==================== uart_mmio_regs_flat
Figure 1. Local utilization (uart_mmio_regs_flat).
Scale: 2 px per um. The die is cut into 20 by 20 equal tiles; black is low, pale yellow is high, 0 to 100% covered.
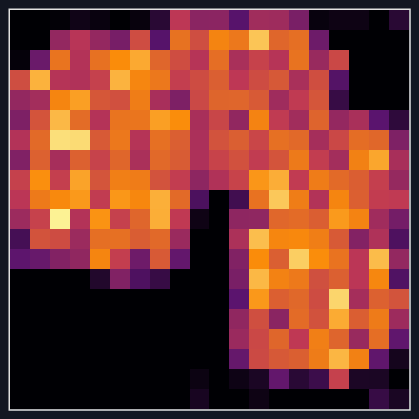
--- src/rtl/uart_mmio_regs_pkg.sv ---
// uart_mmio_regs_pkg: shared UART peripheral definitions.
//   - register offsets within the UART MMIO page
//   - STATUS register bit positions
//   - uart_ctrl_t, the CTRL register layout
package uart_mmio_regs_pkg;

   localparam int unsigned DATA_W = 32;
   localparam int unsigned STRB_W = DATA_W / 8;

   localparam int unsigned UART_TXDATA_OFF = 32'h00;
   localparam int unsigned UART_RXDATA_OFF = 32'h04;
   localparam int unsigned UART_STATUS_OFF = 32'h08;
   localparam int unsigned UART_CTRL_OFF   = 32'h0C;
   localparam int unsigned UART_BAUD_OFF   = 32'h10;

   localparam int unsigned ST_TX_FULL    = 0;
   localparam int unsigned ST_TX_EMPTY   = 1;
   localparam int unsigned ST_RX_EMPTY   = 2;
   localparam int unsigned ST_RX_FULL    = 3;
   localparam int unsigned ST_RX_OVR     = 4;
   localparam int unsigned ST_TX_OVF     = 5;
   localparam int unsigned ST_TX_CNT_LSB = 8;
   localparam int unsigned ST_RX_CNT_LSB = 16;

   typedef struct packed {
      logic irq_tx_en;
      logic irq_rx_en;
      logic rx_en;
      logic tx_en;
   } uart_ctrl_t;

   localparam uart_ctrl_t CTRL_RST = '{irq_tx_en: 1'b0, irq_rx_en: 1'b0,
                                       rx_en: 1'b1, tx_en: 1'b1};

endpackage

--- src/rtl/uart_mmio_regs_if.sv ---
// mmio_if: single-cycle MMIO request/response bus.
//   master drives mmio_valid/we/addr/wdata/wstrb; slave returns mmio_ready and
//   mmio_rdata (registered, one cycle after the accept).
interface mmio_if #(
   parameter int unsigned ADDR_W = 12
);
   import uart_mmio_regs_pkg::*;

   logic              mmio_valid;
   logic              mmio_we;
   logic [ADDR_W-1:0] mmio_addr;
   logic [DATA_W-1:0] mmio_wdata;
   logic [STRB_W-1:0] mmio_wstrb;
   logic              mmio_ready;
   logic [DATA_W-1:0] mmio_rdata;

   modport master (
      output mmio_valid, mmio_we, mmio_addr, mmio_wdata, mmio_wstrb,
      input  mmio_ready, mmio_rdata
   );

   modport slave (
      input  mmio_valid, mmio_we, mmio_addr, mmio_wdata, mmio_wstrb,
      output mmio_ready, mmio_rdata
   );
endinterface

--- src/rtl/uart_mmio_regs_sync_fifo.sv ---
// sync_fifo: single-clock FIFO with occupancy count.
//   push/din in, pop in, dout = head (0 when empty), full/empty/count out.
//   Push into a full FIFO and pop from an empty FIFO are ignored; full/empty
//   are the state at the start of the cycle.
module sync_fifo #(
   parameter int unsigned WIDTH = 8,
   parameter int unsigned DEPTH = 16
) (
   input  logic                   clk,
   input  logic                   rst_n,
   input  logic                   push,
   input  logic [WIDTH-1:0]       din,
   input  logic                   pop,
   output logic [WIDTH-1:0]       dout,
   output logic                   full,
   output logic                   empty,
   output logic [$clog2(DEPTH):0] count
);
   localparam int unsigned PTR_W = $clog2(DEPTH);
   localparam int unsigned CNT_W = PTR_W + 1;

   logic [WIDTH-1:0] mem [DEPTH];
   logic [PTR_W-1:0] wr_ptr;
   logic [PTR_W-1:0] rd_ptr;
   logic             do_push;
   logic             do_pop;

   assign full    = (count == CNT_W'(DEPTH));
   assign empty   = (count == '0);
   assign do_push = push & ~full;
   assign do_pop  = pop & ~empty;
   assign dout    = empty ? '0 : mem[rd_ptr];

   // Pointers wrap naturally since DEPTH is a power of two.
   always_ff @(posedge clk) begin
      if (!rst_n) begin
         wr_ptr <= '0;
         rd_ptr <= '0;
         count  <= '0;
      end else begin
         if (do_push) wr_ptr <= wr_ptr + PTR_W'(1);
         if (do_pop)  rd_ptr <= rd_ptr + PTR_W'(1);
         case ({do_push, do_pop})
            2'b10:   count <= count + CNT_W'(1);
            2'b01:   count <= count - CNT_W'(1);
            default: count <= count;
         endcase
      end
   end

   // Storage carries no reset; dout is masked while empty.
   always_ff @(posedge clk) begin
      if (do_push) mem[wr_ptr] <= din;
   end

endmodule

--- src/rtl/uart_mmio_regs.sv ---
// uart_mmio_regs: MMIO register block for the UART.
//   clk, rst_n (sync, active-low); mmio (mmio_if.slave);
//   tx_data/tx_valid/tx_ready: TX byte stream to the serial core;
//   rx_data/rx_valid: RX byte strobe from the core; baud_div; irq.
//   Optional UART_MMIO_IRQ_EN enables CTRL irq bits and the irq output.
module uart_mmio_regs
   import uart_mmio_regs_pkg::*;
#(
   parameter int unsigned ADDR_W       = 12,
   parameter int unsigned FIFO_DEPTH   = 16,
   parameter logic [15:0] BAUD_DIV_RST = 16'd434
) (
   input  logic        clk,
   input  logic        rst_n,
   mmio_if.slave       mmio,
   output logic [7:0]  tx_data,
   output logic        tx_valid,
   input  logic        tx_ready,
   input  logic [7:0]  rx_data,
   input  logic        rx_valid,
   output logic [15:0] baud_div,
   output logic        irq
);
   localparam int unsigned AW_W  = ADDR_W - 2;
   localparam int unsigned CNT_W = $clog2(FIFO_DEPTH) + 1;
`ifdef UART_MMIO_IRQ_EN
   localparam logic [3:0] CTRL_WMASK = 4'hF;
`else
   localparam logic [3:0] CTRL_WMASK = 4'h3;
`endif

   logic              ready_q;
   logic [DATA_W-1:0] rdata_q;
   uart_ctrl_t        ctrl_q;
   logic [15:0]       baud_q;
   logic              rx_ovr_q;
   logic              tx_ovf_q;

   logic              accept, wr_acc, rd_acc;
   logic [AW_W-1:0]   addr_word;
   logic              sel_tx, sel_rx, sel_status, sel_ctrl, sel_baud;
   logic              tx_push, tx_pop, tx_full, tx_empty;
   logic              rx_push, rx_pop, rx_full, rx_empty;
   logic [CNT_W-1:0]  tx_count, rx_count;
   logic [7:0]        rx_head;
   logic [DATA_W-1:0] status_c, rd_word_c;
   logic              clr_rx_ovr, clr_tx_ovf;
   logic              unused_ok;

   assign unused_ok = ^{mmio.mmio_addr[1:0], mmio.mmio_wdata[31:16], mmio.mmio_wstrb[3:2]};

   assign mmio.mmio_ready = ready_q;
   assign mmio.mmio_rdata = rdata_q;
   assign baud_div        = baud_q;

   // Access decode on the word address.
   assign accept     = mmio.mmio_valid & ready_q;
   assign wr_acc     = accept & mmio.mmio_we;
   assign rd_acc     = accept & ~mmio.mmio_we;
   assign addr_word  = mmio.mmio_addr[ADDR_W-1:2];
   assign sel_tx     = (addr_word == AW_W'(UART_TXDATA_OFF >> 2));
   assign sel_rx     = (addr_word == AW_W'(UART_RXDATA_OFF >> 2));
   assign sel_status = (addr_word == AW_W'(UART_STATUS_OFF >> 2));
   assign sel_ctrl   = (addr_word == AW_W'(UART_CTRL_OFF >> 2));
   assign sel_baud   = (addr_word == AW_W'(UART_BAUD_OFF >> 2));

   // FIFO control: TX fed by MMIO, drained by the core; RX the reverse.
   assign tx_push  = wr_acc & sel_tx & mmio.mmio_wstrb[0];
   assign tx_valid = ctrl_q.tx_en & ~tx_empty;
   assign tx_pop   = tx_valid & tx_ready;
   assign rx_push  = rx_valid & ctrl_q.rx_en;
   assign rx_pop   = rd_acc & sel_rx & ~rx_empty;

   assign clr_rx_ovr = wr_acc & sel_status & mmio.mmio_wstrb[0] & mmio.mmio_wdata[ST_RX_OVR];
   assign clr_tx_ovf = wr_acc & sel_status & mmio.mmio_wstrb[0] & mmio.mmio_wdata[ST_TX_OVF];

   sync_fifo #(.WIDTH(8), .DEPTH(FIFO_DEPTH)) u_tx_fifo (
      .clk   (clk),
      .rst_n (rst_n),
      .push  (tx_push),
      .din   (mmio.mmio_wdata[7:0]),
      .pop   (tx_pop),
      .dout  (tx_data),
      .full  (tx_full),
      .empty (tx_empty),
      .count (tx_count)
   );

   sync_fifo #(.WIDTH(8), .DEPTH(FIFO_DEPTH)) u_rx_fifo (
      .clk   (clk),
      .rst_n (rst_n),
      .push  (rx_push),
      .din   (rx_data),
      .pop   (rx_pop),
      .dout  (rx_head),
      .full  (rx_full),
      .empty (rx_empty),
      .count (rx_count)
   );

   // STATUS word and read-data mux.
   always_comb begin
      status_c                          = '0;
      status_c[ST_TX_FULL]              = tx_full;
      status_c[ST_TX_EMPTY]             = tx_empty;
      status_c[ST_RX_EMPTY]             = rx_empty;
      status_c[ST_RX_FULL]              = rx_full;
      status_c[ST_RX_OVR]               = rx_ovr_q;
      status_c[ST_TX_OVF]               = tx_ovf_q;
      status_c[ST_TX_CNT_LSB +: 8]      = 8'(tx_count);
      status_c[ST_RX_CNT_LSB +: 8]      = 8'(rx_count);

      rd_word_c = '0;
      if (sel_rx)          rd_word_c = rx_empty ? 32'h8000_0000 : {24'b0, rx_head};
      else if (sel_status) rd_word_c = status_c;
      else if (sel_ctrl)   rd_word_c = 32'(ctrl_q);
      else if (sel_baud)   rd_word_c = {16'b0, baud_q};
   end

   // Registers; a sticky set wins over a same-cycle W1C.
   always_ff @(posedge clk) begin
      if (!rst_n) begin
         ready_q  <= 1'b0;
         rdata_q  <= '0;
         ctrl_q   <= CTRL_RST;
         baud_q   <= BAUD_DIV_RST;
         rx_ovr_q <= 1'b0;
         tx_ovf_q <= 1'b0;
      end else begin
         ready_q  <= 1'b1;
         if (rd_acc) rdata_q <= rd_word_c;
         if (wr_acc && sel_ctrl && mmio.mmio_wstrb[0])
            ctrl_q <= uart_ctrl_t'((4'(ctrl_q) & ~CTRL_WMASK) | (mmio.mmio_wdata[3:0] & CTRL_WMASK));
         if (wr_acc && sel_baud && mmio.mmio_wstrb[0]) baud_q[7:0]  <= mmio.mmio_wdata[7:0];
         if (wr_acc && sel_baud && mmio.mmio_wstrb[1]) baud_q[15:8] <= mmio.mmio_wdata[15:8];
         rx_ovr_q <= (rx_ovr_q & ~clr_rx_ovr) | (rx_push & rx_full);
         tx_ovf_q <= (tx_ovf_q & ~clr_tx_ovf) | (tx_push & tx_full);
      end
   end

`ifdef UART_MMIO_IRQ_EN
   logic irq_q;

   always_ff @(posedge clk) begin
      if (!rst_n) irq_q <= 1'b0;
      else        irq_q <= (ctrl_q.irq_rx_en & ~rx_empty) | (ctrl_q.irq_tx_en & tx_empty);
   end

   assign irq = irq_q;
`else
   assign irq = 1'b0;
`endif

endmodule

--- src/flat_wrapper.sv ---
// flat-port wrapper written by rule: the top's interface ports become plain ports
module uart_mmio_regs_flat import uart_mmio_regs_pkg::*;
#(
   parameter int unsigned ADDR_W       = 12,
   parameter int unsigned FIFO_DEPTH   = 16,
   parameter logic [15:0] BAUD_DIV_RST = 16'd434
)
  (clk, rst_n, tx_data, tx_valid, tx_ready, rx_data, rx_valid, baud_div, irq, mmio_mmio_valid, mmio_mmio_we, mmio_mmio_addr, mmio_mmio_wdata, mmio_mmio_wstrb, mmio_mmio_ready, mmio_mmio_rdata);
  mmio_if #(.ADDR_W(ADDR_W)) mmio_i ();
  input  logic clk;
  input  logic rst_n;
  output logic [7:0] tx_data;
  output logic tx_valid;
  input  logic tx_ready;
  input  logic [7:0] rx_data;
  input  logic rx_valid;
  output logic [15:0] baud_div;
  output logic irq;
  input wire logic [$bits(mmio_i.mmio_valid)-1:0] mmio_mmio_valid;
  input wire logic [$bits(mmio_i.mmio_we)-1:0] mmio_mmio_we;
  input wire logic [$bits(mmio_i.mmio_addr)-1:0] mmio_mmio_addr;
  input wire logic [$bits(mmio_i.mmio_wdata)-1:0] mmio_mmio_wdata;
  input wire logic [$bits(mmio_i.mmio_wstrb)-1:0] mmio_mmio_wstrb;
  output wire logic [$bits(mmio_i.mmio_ready)-1:0] mmio_mmio_ready;
  output wire logic [$bits(mmio_i.mmio_rdata)-1:0] mmio_mmio_rdata;
  assign mmio_i.mmio_valid = mmio_mmio_valid;
  assign mmio_i.mmio_we = mmio_mmio_we;
  assign mmio_i.mmio_addr = mmio_mmio_addr;
  assign mmio_i.mmio_wdata = mmio_mmio_wdata;
  assign mmio_i.mmio_wstrb = mmio_mmio_wstrb;
  assign mmio_mmio_ready = mmio_i.mmio_ready;
  assign mmio_mmio_rdata = mmio_i.mmio_rdata;
  uart_mmio_regs #(.ADDR_W(ADDR_W), .FIFO_DEPTH(FIFO_DEPTH), .BAUD_DIV_RST(BAUD_DIV_RST)) u_core (.clk(clk), .rst_n(rst_n), .mmio(mmio_i), .tx_data(tx_data), .tx_valid(tx_valid), .tx_ready(tx_ready), .rx_data(rx_data), .rx_valid(rx_valid), .baud_div(baud_div), .irq(irq));
endmodule
--- config.mk ---
export PLATFORM = sky130hd
export DESIGN_NAME = uart_mmio_regs_flat
export DESIGN_NICKNAME = d
export VERILOG_FILES = /design/src/rtl/uart_mmio_regs_pkg.sv /design/src/rtl/uart_mmio_regs_if.sv /design/src/rtl/uart_mmio_regs_sync_fifo.sv /design/src/rtl/uart_mmio_regs.sv /design/src/flat_wrapper.sv
export SDC_FILE = /design/constraint.sdc
export NUM_CORES = 1
export LEC_CHECK = 0
export CAP_MARGIN = 5
export CORE_MARGIN = 2
export CORE_UTILIZATION = 35
export CTS_BUF_LIST = sky130_fd_sc_hd__clkbuf_4
export DETAILED_ROUTE_END_ITERATION = 10
export PLACE_DENSITY = 0.6
export SYNTH_ARGS = -nofsm -noshare
export SYNTH_HDL_FRONTEND = slang
export SYNTH_SLANG_ARGS = --single-unit
--- constraint.sdc ---
create_clock -name clk -period 5.3 [get_ports clk]
set_clock_uncertainty 0.1 [all_clocks]
set_input_delay 1.325 -clock clk [delete_from_list [all_inputs] [get_ports clk]]
set_output_delay 1.325 -clock clk [all_outputs]
set_load 0.1 [all_outputs]
==> results.txt <==
impl run done, here's what came out: outcome finished clean, DRC 0, wire length on met3 1130 um, routed len/inst 18.7 um, Yosys top cell area share 0.574, Tot Pwr 5.30 mW, CP arrival 3.20 ns, setup tns final 0 ns, ys cells 836, Finish-stage setup viols 0, wire length on met2 15000 um, Yosys top cell by instances edfxtp_1, leading power group sequential cells, grt peak-use layer met2, vias after detailed routing 7628, Most common reg cell edfxtp_1, worst min-delay path startpoint u_core.mmio.mmio_rdata[15]$_SDFFE_PN0N_, Final GP Congestion 0.763, max incr delay on CP 0.76 ns, first-pass GRT wire length 45200 um, OpenROAD warnings 53, clock buffer count from CTS 87, M1 GR Usage 0.189, PortBufs 89, Synth Instances 836, Post-Syn Area per Cell 16.0 sq um, Synth flops 333, XOR/XNOR Fraction of Synth Area 0.0111, crit-path max FO 18
Notes on Figure 1 above:
nearly empty tiles: 26%
densest ninth of the die: middle right
emptiest ninth of the die: lower left
core region area: 0.0377 sq mm
FP Util: 0.356
Final Core Density: 0.425

[flip-flops by register name (all words and copies together), names as in the netlist, named ones only]
name and flops:
u_core.u_tx_fifo.mem 128, u_core.u_tx_fifo.wr_ptr 4, u_core.tx_ovf_q 1, u_core.u_rx_fifo.mem 128, u_core.u_rx_fifo.wr_ptr 4, u_core.rx_ovr_q 1, u_core.u_tx_fifo.count 5, u_core.ctrl_q 2
u_core.baud_div 16, u_core.u_rx_fifo.count 5, u_core.mmio.mmio_ready 1, u_core.u_tx_fifo.rd_ptr 4, u_core.mmio.mmio_rdata 22, u_core.u_rx_fifo.rd_ptr 4
[final cells by class]
| class | instances | area (sq um) |
|---|---|---|
| Sequential cell | 333 | 9230 |
| Multi-Input combinational cell | 443 | 3870 |
| Clock inverter | 19 | 101 |
| Timing Repair Buffer | 113 | 1050 |
| Antenna cell | 1 | 2.50 |
| Inverter | 15 | 58.8 |
| Tap cell | 511 | 639 |
| Fill cell | 3488 | 21700 |
| Clock buffer | 138 | 1040 |
[tightest hold or removal path, stage by stage, from the launching register on]
cell	delay, ns
dfxtp_1	0.31
nand2_1	0.05
a21oi_1	0.05

==================== apb4_master_mux_flat
<file path="src/rtl/apb4_master_mux_if.sv">
// Request/response channel from the bridge plus the APB bus towards the slaves.
// The master modport is the mux side; the slave modport is the bridge/peripheral side.
interface apb4_master_mux_if #(
  parameter int ADDR_WIDTH = 32,
  parameter int DATA_WIDTH = 32,
  parameter int NUM_SLAVES = 4
);
  logic                             req_valid;
  logic                             req_ready;
  logic [ADDR_WIDTH-1:0]            req_addr;
  logic                             req_write;
  logic [DATA_WIDTH-1:0]            req_wdata;
  logic [DATA_WIDTH/8-1:0]          req_strb;
  logic [2:0]                       req_prot;

  logic                             rsp_valid;
  logic [1:0]                       rsp_code;
  logic [DATA_WIDTH-1:0]            rsp_rdata;

  logic [NUM_SLAVES-1:0]            psel;
  logic                             penable;
  logic                             pwrite;
  logic [ADDR_WIDTH-1:0]            paddr;
  logic [DATA_WIDTH-1:0]            pwdata;
  logic [DATA_WIDTH/8-1:0]          pstrb;
  logic [2:0]                       pprot;
  logic [NUM_SLAVES-1:0]            pready;
  logic [NUM_SLAVES-1:0]            pslverr;
  logic [NUM_SLAVES*DATA_WIDTH-1:0] prdata;

  modport master (
    input  req_valid, req_addr, req_write, req_wdata, req_strb, req_prot,
    input  pready, pslverr, prdata,
    output req_ready, rsp_valid, rsp_code, rsp_rdata,
    output psel, penable, pwrite, paddr, pwdata, pstrb, pprot
  );

  modport slave (
    output req_valid, req_addr, req_write, req_wdata, req_strb, req_prot,
    output pready, pslverr, prdata,
    input  req_ready, rsp_valid, rsp_code, rsp_rdata,
    input  psel, penable, pwrite, paddr, pwdata, pstrb, pprot
  );
endinterface

</file>
<file path="src/rtl/apb4_master_mux.sv">
// APB4 master: takes single transfers from the bridge, decodes the slave from an
// address field, runs SETUP/ACCESS and returns a one-cycle status response.
module apb4_master_mux #(
  parameter int ADDR_WIDTH = 32,
  parameter int DATA_WIDTH = 32,
  parameter int NUM_SLAVES = 4,
  parameter int SEL_LSB    = 12,
  parameter int TIMEOUT    = 16
) (
  input logic                pclk,
  input logic                preset,
  apb4_master_mux_if.master  bus
);

  localparam int STRB_W = DATA_WIDTH / 8;
  localparam int IDX_W  = (NUM_SLAVES > 1) ? $clog2(NUM_SLAVES) : 1;
  localparam int CNT_W  = (TIMEOUT > 1) ? $clog2(TIMEOUT) : 1;

  localparam logic [IDX_W:0]   NUM_LIMIT  = (IDX_W+1)'(NUM_SLAVES);
  localparam logic [CNT_W-1:0] CNT_LAST   = CNT_W'((TIMEOUT > 0) ? TIMEOUT - 1 : 0);
  localparam logic             TIMEOUT_EN = (TIMEOUT > 0);

  localparam logic [1:0] RSP_OK      = 2'b00;
  localparam logic [1:0] RSP_SLVERR  = 2'b01;
  localparam logic [1:0] RSP_DECERR  = 2'b10;
  localparam logic [1:0] RSP_TIMEOUT = 2'b11;

  typedef enum logic [1:0] {IDLE, SETUP, ACCESS, DERR} state_t;

  state_t                  state_q, state_d;
  logic [NUM_SLAVES-1:0]   psel_q, psel_d;
  logic                    penable_q, penable_d;
  logic                    pwrite_q, pwrite_d;
  logic [ADDR_WIDTH-1:0]   paddr_q, paddr_d;
  logic [DATA_WIDTH-1:0]   pwdata_q, pwdata_d;
  logic [STRB_W-1:0]       pstrb_q, pstrb_d;
  logic [2:0]              pprot_q, pprot_d;
  logic                    rsp_valid_q, rsp_valid_d;
  logic [1:0]              rsp_code_q, rsp_code_d;
  logic [DATA_WIDTH-1:0]   rsp_rdata_q, rsp_rdata_d;
  logic [CNT_W-1:0]        cnt_q, cnt_d;

  logic [IDX_W-1:0]        idx;
  logic                    idx_ok;
  logic [NUM_SLAVES-1:0]   psel_dec;
  logic                    sel_ready;
  logic                    sel_err;
  logic [DATA_WIDTH-1:0]   sel_rdata;

  assign idx    = bus.req_addr[SEL_LSB +: IDX_W];
  assign idx_ok = ({1'b0, idx} < NUM_LIMIT);

  always_comb begin
    psel_dec = '0;
    for (int i = 0; i < NUM_SLAVES; i++) begin
      if (idx == IDX_W'(i)) psel_dec[i] = 1'b1;
    end
  end

  // The registered one-hot psel doubles as the response mux select, so only the
  // addressed slave's pready/pslverr/prdata can ever reach the response.
  assign sel_ready = |(bus.pready & psel_q);
  assign sel_err   = |(bus.pslverr & psel_q);

  always_comb begin
    sel_rdata = '0;
    for (int i = 0; i < NUM_SLAVES; i++) begin
      if (psel_q[i]) sel_rdata |= bus.prdata[i*DATA_WIDTH +: DATA_WIDTH];
    end
  end

  always_comb begin
    // NOTE: every next-state value gets a default first, so no path through the case can infer a latch.
    state_d     = state_q;
    psel_d      = psel_q;
    penable_d   = penable_q;
    pwrite_d    = pwrite_q;
    paddr_d     = paddr_q;
    pwdata_d    = pwdata_q;
    pstrb_d     = pstrb_q;
    pprot_d     = pprot_q;
    rsp_valid_d = 1'b0;
    rsp_code_d  = rsp_code_q;
    rsp_rdata_d = rsp_rdata_q;
    cnt_d       = cnt_q;

    unique case (state_q)
      IDLE: begin
        if (bus.req_valid) begin
          if (idx_ok) begin
            paddr_d   = bus.req_addr;
            pwrite_d  = bus.req_write;
            pprot_d   = bus.req_prot;
            pwdata_d  = bus.req_write ? bus.req_wdata : '0;
            pstrb_d   = bus.req_write ? bus.req_strb  : '0;
            psel_d    = psel_dec;
            penable_d = 1'b0;
            state_d   = SETUP;
          end else begin
            state_d   = DERR;
          end
        end
      end

      SETUP: begin
        penable_d = 1'b1;
        cnt_d     = '0;
        state_d   = ACCESS;
      end

      ACCESS: begin
        // pready is tested first so a ready slave on the last allowed cycle still completes.
        if (sel_ready) begin
          psel_d      = '0;
          penable_d   = 1'b0;
          rsp_valid_d = 1'b1;
          rsp_code_d  = sel_err ? RSP_SLVERR : RSP_OK;
          rsp_rdata_d = pwrite_q ? '0 : sel_rdata;
          state_d     = IDLE;
        end else if (TIMEOUT_EN && (cnt_q == CNT_LAST)) begin
          psel_d      = '0;
          penable_d   = 1'b0;
          rsp_valid_d = 1'b1;
          rsp_code_d  = RSP_TIMEOUT;
          rsp_rdata_d = '0;
          state_d     = IDLE;
        end else begin
          cnt_d = cnt_q + CNT_W'(1);
        end
      end

      DERR: begin
        rsp_valid_d = 1'b1;
        rsp_code_d  = RSP_DECERR;
        rsp_rdata_d = '0;
        state_d     = IDLE;
      end

      default: state_d = IDLE;
    endcase
  end

  // NOTE: sequential state uses non-blocking assignments so every register samples pre-edge values.
  always_ff @(posedge pclk) begin
    if (preset) begin
      state_q     <= IDLE;
      psel_q      <= '0;
      penable_q   <= 1'b0;
      pwrite_q    <= 1'b0;
      paddr_q     <= '0;
      pwdata_q    <= '0;
      pstrb_q     <= '0;
      pprot_q     <= '0;
      rsp_valid_q <= 1'b0;
      rsp_code_q  <= '0;
      rsp_rdata_q <= '0;
      cnt_q       <= '0;
    end else begin
      state_q     <= state_d;
      psel_q      <= psel_d;
      penable_q   <= penable_d;
      pwrite_q    <= pwrite_d;
      paddr_q     <= paddr_d;
      pwdata_q    <= pwdata_d;
      pstrb_q     <= pstrb_d;
      pprot_q     <= pprot_d;
      rsp_valid_q <= rsp_valid_d;
      rsp_code_q  <= rsp_code_d;
      rsp_rdata_q <= rsp_rdata_d;
      cnt_q       <= cnt_d;
    end
  end

  assign bus.req_ready = (state_q == IDLE);
  assign bus.rsp_valid = rsp_valid_q;
  assign bus.rsp_code  = rsp_code_q;
  assign bus.rsp_rdata = rsp_rdata_q;
  assign bus.psel      = psel_q;
  assign bus.penable   = penable_q;
  assign bus.pwrite    = pwrite_q;
  assign bus.paddr     = paddr_q;
  assign bus.pwdata    = pwdata_q;
  assign bus.pstrb     = pstrb_q;
  assign bus.pprot     = pprot_q;

endmodule

</file>
<file path="src/flat_wrapper.sv">
// flat-port wrapper written by rule: the top's interface ports become plain ports
module apb4_master_mux_flat 
#(
  parameter int ADDR_WIDTH = 32,
  parameter int DATA_WIDTH = 32,
  parameter int NUM_SLAVES = 4,
  parameter int SEL_LSB    = 12,
  parameter int TIMEOUT    = 16
)
  (pclk, preset, bus_req_valid, bus_req_addr, bus_req_write, bus_req_wdata, bus_req_strb, bus_req_prot, bus_pready, bus_pslverr, bus_prdata, bus_req_ready, bus_rsp_valid, bus_rsp_code, bus_rsp_rdata, bus_psel, bus_penable, bus_pwrite, bus_paddr, bus_pwdata, bus_pstrb, bus_pprot);
  apb4_master_mux_if #(.ADDR_WIDTH(ADDR_WIDTH), .DATA_WIDTH(DATA_WIDTH), .NUM_SLAVES(NUM_SLAVES)) bus_i ();
  input logic pclk;
  input logic preset;
  input wire logic [$bits(bus_i.req_valid)-1:0] bus_req_valid;
  input wire logic [$bits(bus_i.req_addr)-1:0] bus_req_addr;
  input wire logic [$bits(bus_i.req_write)-1:0] bus_req_write;
  input wire logic [$bits(bus_i.req_wdata)-1:0] bus_req_wdata;
  input wire logic [$bits(bus_i.req_strb)-1:0] bus_req_strb;
  input wire logic [$bits(bus_i.req_prot)-1:0] bus_req_prot;
  input wire logic [$bits(bus_i.pready)-1:0] bus_pready;
  input wire logic [$bits(bus_i.pslverr)-1:0] bus_pslverr;
  input wire logic [$bits(bus_i.prdata)-1:0] bus_prdata;
  output wire logic [$bits(bus_i.req_ready)-1:0] bus_req_ready;
  output wire logic [$bits(bus_i.rsp_valid)-1:0] bus_rsp_valid;
  output wire logic [$bits(bus_i.rsp_code)-1:0] bus_rsp_code;
  output wire logic [$bits(bus_i.rsp_rdata)-1:0] bus_rsp_rdata;
  output wire logic [$bits(bus_i.psel)-1:0] bus_psel;
  output wire logic [$bits(bus_i.penable)-1:0] bus_penable;
  output wire logic [$bits(bus_i.pwrite)-1:0] bus_pwrite;
  output wire logic [$bits(bus_i.paddr)-1:0] bus_paddr;
  output wire logic [$bits(bus_i.pwdata)-1:0] bus_pwdata;
  output wire logic [$bits(bus_i.pstrb)-1:0] bus_pstrb;
  output wire logic [$bits(bus_i.pprot)-1:0] bus_pprot;
  assign bus_i.req_valid = bus_req_valid;
  assign bus_i.req_addr = bus_req_addr;
  assign bus_i.req_write = bus_req_write;
  assign bus_i.req_wdata = bus_req_wdata;
  assign bus_i.req_strb = bus_req_strb;
  assign bus_i.req_prot = bus_req_prot;
  assign bus_i.pready = bus_pready;
  assign bus_i.pslverr = bus_pslverr;
  assign bus_i.prdata = bus_prdata;
  assign bus_req_ready = bus_i.req_ready;
  assign bus_rsp_valid = bus_i.rsp_valid;
  assign bus_rsp_code = bus_i.rsp_code;
  assign bus_rsp_rdata = bus_i.rsp_rdata;
  assign bus_psel = bus_i.psel;
  assign bus_penable = bus_i.penable;
  assign bus_pwrite = bus_i.pwrite;
  assign bus_paddr = bus_i.paddr;
  assign bus_pwdata = bus_i.pwdata;
  assign bus_pstrb = bus_i.pstrb;
  assign bus_pprot = bus_i.pprot;
  apb4_master_mux #(.ADDR_WIDTH(ADDR_WIDTH), .DATA_WIDTH(DATA_WIDTH), .NUM_SLAVES(NUM_SLAVES), .SEL_LSB(SEL_LSB), .TIMEOUT(TIMEOUT)) u_core (.pclk(pclk), .preset(preset), .bus(bus_i));
endmodule
</file>
<file path="config.mk">
export PLATFORM = sky130hd
export DESIGN_NAME = apb4_master_mux_flat
export DESIGN_NICKNAME = d
export VERILOG_FILES = /design/src/rtl/apb4_master_mux_if.sv /design/src/rtl/apb4_master_mux.sv /design/src/flat_wrapper.sv
export SDC_FILE = /design/constraint.sdc
export NUM_CORES = 1
export LEC_CHECK = 0
export CAP_MARGIN = 20
export CORE_AREA = 2 2 125 127
export CTS_CLUSTER_DIAMETER = 100
export CTS_CLUSTER_SIZE = 40
export DETAILED_ROUTE_END_ITERATION = 7
export DIE_AREA = 0 0 127 129
export GPL_ROUTABILITY_DRIVEN = 0
export PLACE_DENSITY = 0.76
export SYNTH_ARGS = -nofsm -noshare
export SYNTH_HDL_FRONTEND = slang
export SYNTH_SLANG_ARGS = --single-unit
</file>
<file path="constraint.sdc">
create_clock -name pclk -period 2.6 [get_ports pclk]
set_clock_uncertainty 0.15 [all_clocks]
set_input_delay 0.65 -clock pclk [delete_from_list [all_inputs] [get_ports pclk]]
set_output_delay 0.65 -clock pclk [all_outputs]
set_load 0.03 [all_outputs]
</file>
Figure 2. Local utilization (apb4_master_mux_flat).
Scale: 3 px per um. The die is cut into 13 by 13 equal tiles; black is low, pale yellow is high, 0 to 100% covered.
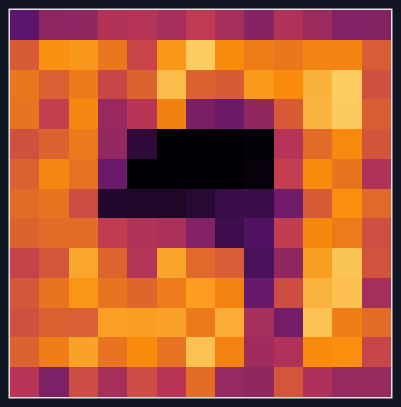
nearly empty tiles: 5.3%
emptiest ninth of the die: center
mean over tiles: 55%
Final Core Density: 0.615
FP Util: 0.344
core region area: 0.0150 sq mm

==> results.txt <==
impl run done, here's what came out: Final Hold Fails 0, CP max-delay cell clkdlybuf4s50_1, Tot Pwr 5.55 mW, clock buffer count from CTS 17, DIE WIDTH 127 um, DRC 0, Synth-to-Final Area Change 78.5%, most frequent cells in the layout 317 x clkdlybuf4s50_1, 176 x nand2_1, 118 x dfxtp_1, initial antenna violation count 4, switching pwr 1.51 mW, Top Metal Used met4, RSZ-0062 raised after global routing no, yosys adder share 0.0121, Switching Fraction 0.271, IO Count 324, clock latency (worst-skew pair) 0.41 ns, grt peak-use layer met2, yosys stat chip area 0.00516 sq mm, fin cells 1165, outcome finished clean
Figure 3. Metal 2 (apb4_master_mux_flat).
Scale: 3 px per um.
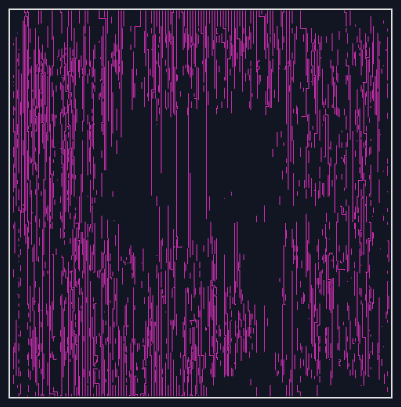
longest straight run: 79.0 um
main direction: vertical
nets with wire on the layer: 946
share of all routed wire: 50%
wire length on this layer: 9580 um
met2 Use GR: 0.396
drt total wl: 19200 um
vias after detailed routing: 5912

==> synthesized netlist by cell type (all sizes together) (5+ instances only) <==
| master | number |
|---|---|
| mux2i | 6 |
| nand3 | 73 |
| buf | 16 |
| o21ai | 32 |
| ha | 5 |
| dfxtp | 118 |
| a22oi | 68 |
| a21oi | 75 |
| nand2 | 177 |
| clkbuf | 44 |
| nor2 | 8 |
==> cell type report <==
class	count	area (sq um)
fillers	1328	5770
repair buffers	342	3430
multi-input cells	476	2540
flip-flops and latches	118	2360
clock buffers	19	453
well taps	188	235
clock inverters	13	155
inverters	5	18.8
diodes	4	10.0
==> how the worst max path moves through the flow <==
stage,end,slack [ns],depth (start not counted)
global route,bus_pwrite,0.19,1
CTS,bus_req_ready,0.04,3
finish,bus_pwrite,0.24,1
detailed placement,u_core.cnt_q[3]$_SDFFE_PP0P_,0.08,5
global placement,u_core.cnt_q[3]$_SDFFE_PP0P_,0.13,5
floorplan,u_core.bus.pstrb[2]$_SDFFE_PP0P_,0.64,7


==> notes/layouts.md <==
Pictures saved along the way, in no particular order.

The clock network.
panel A
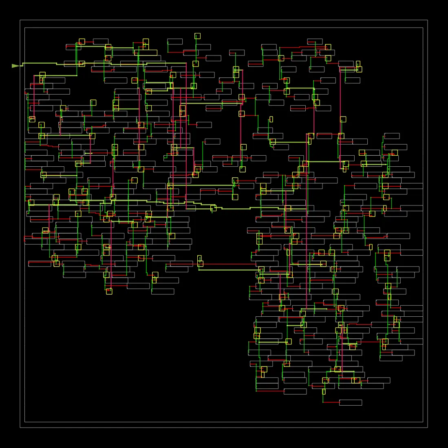
panel B
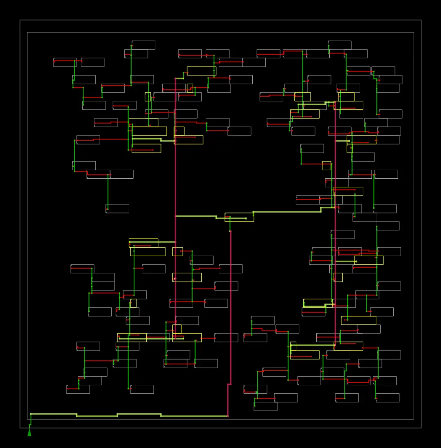
Of these, most sequential cells: panel A
panel A: uart_mmio_regs_flat
panel B: apb4_master_mux_flat

Power and IR drop assume default switching activity.
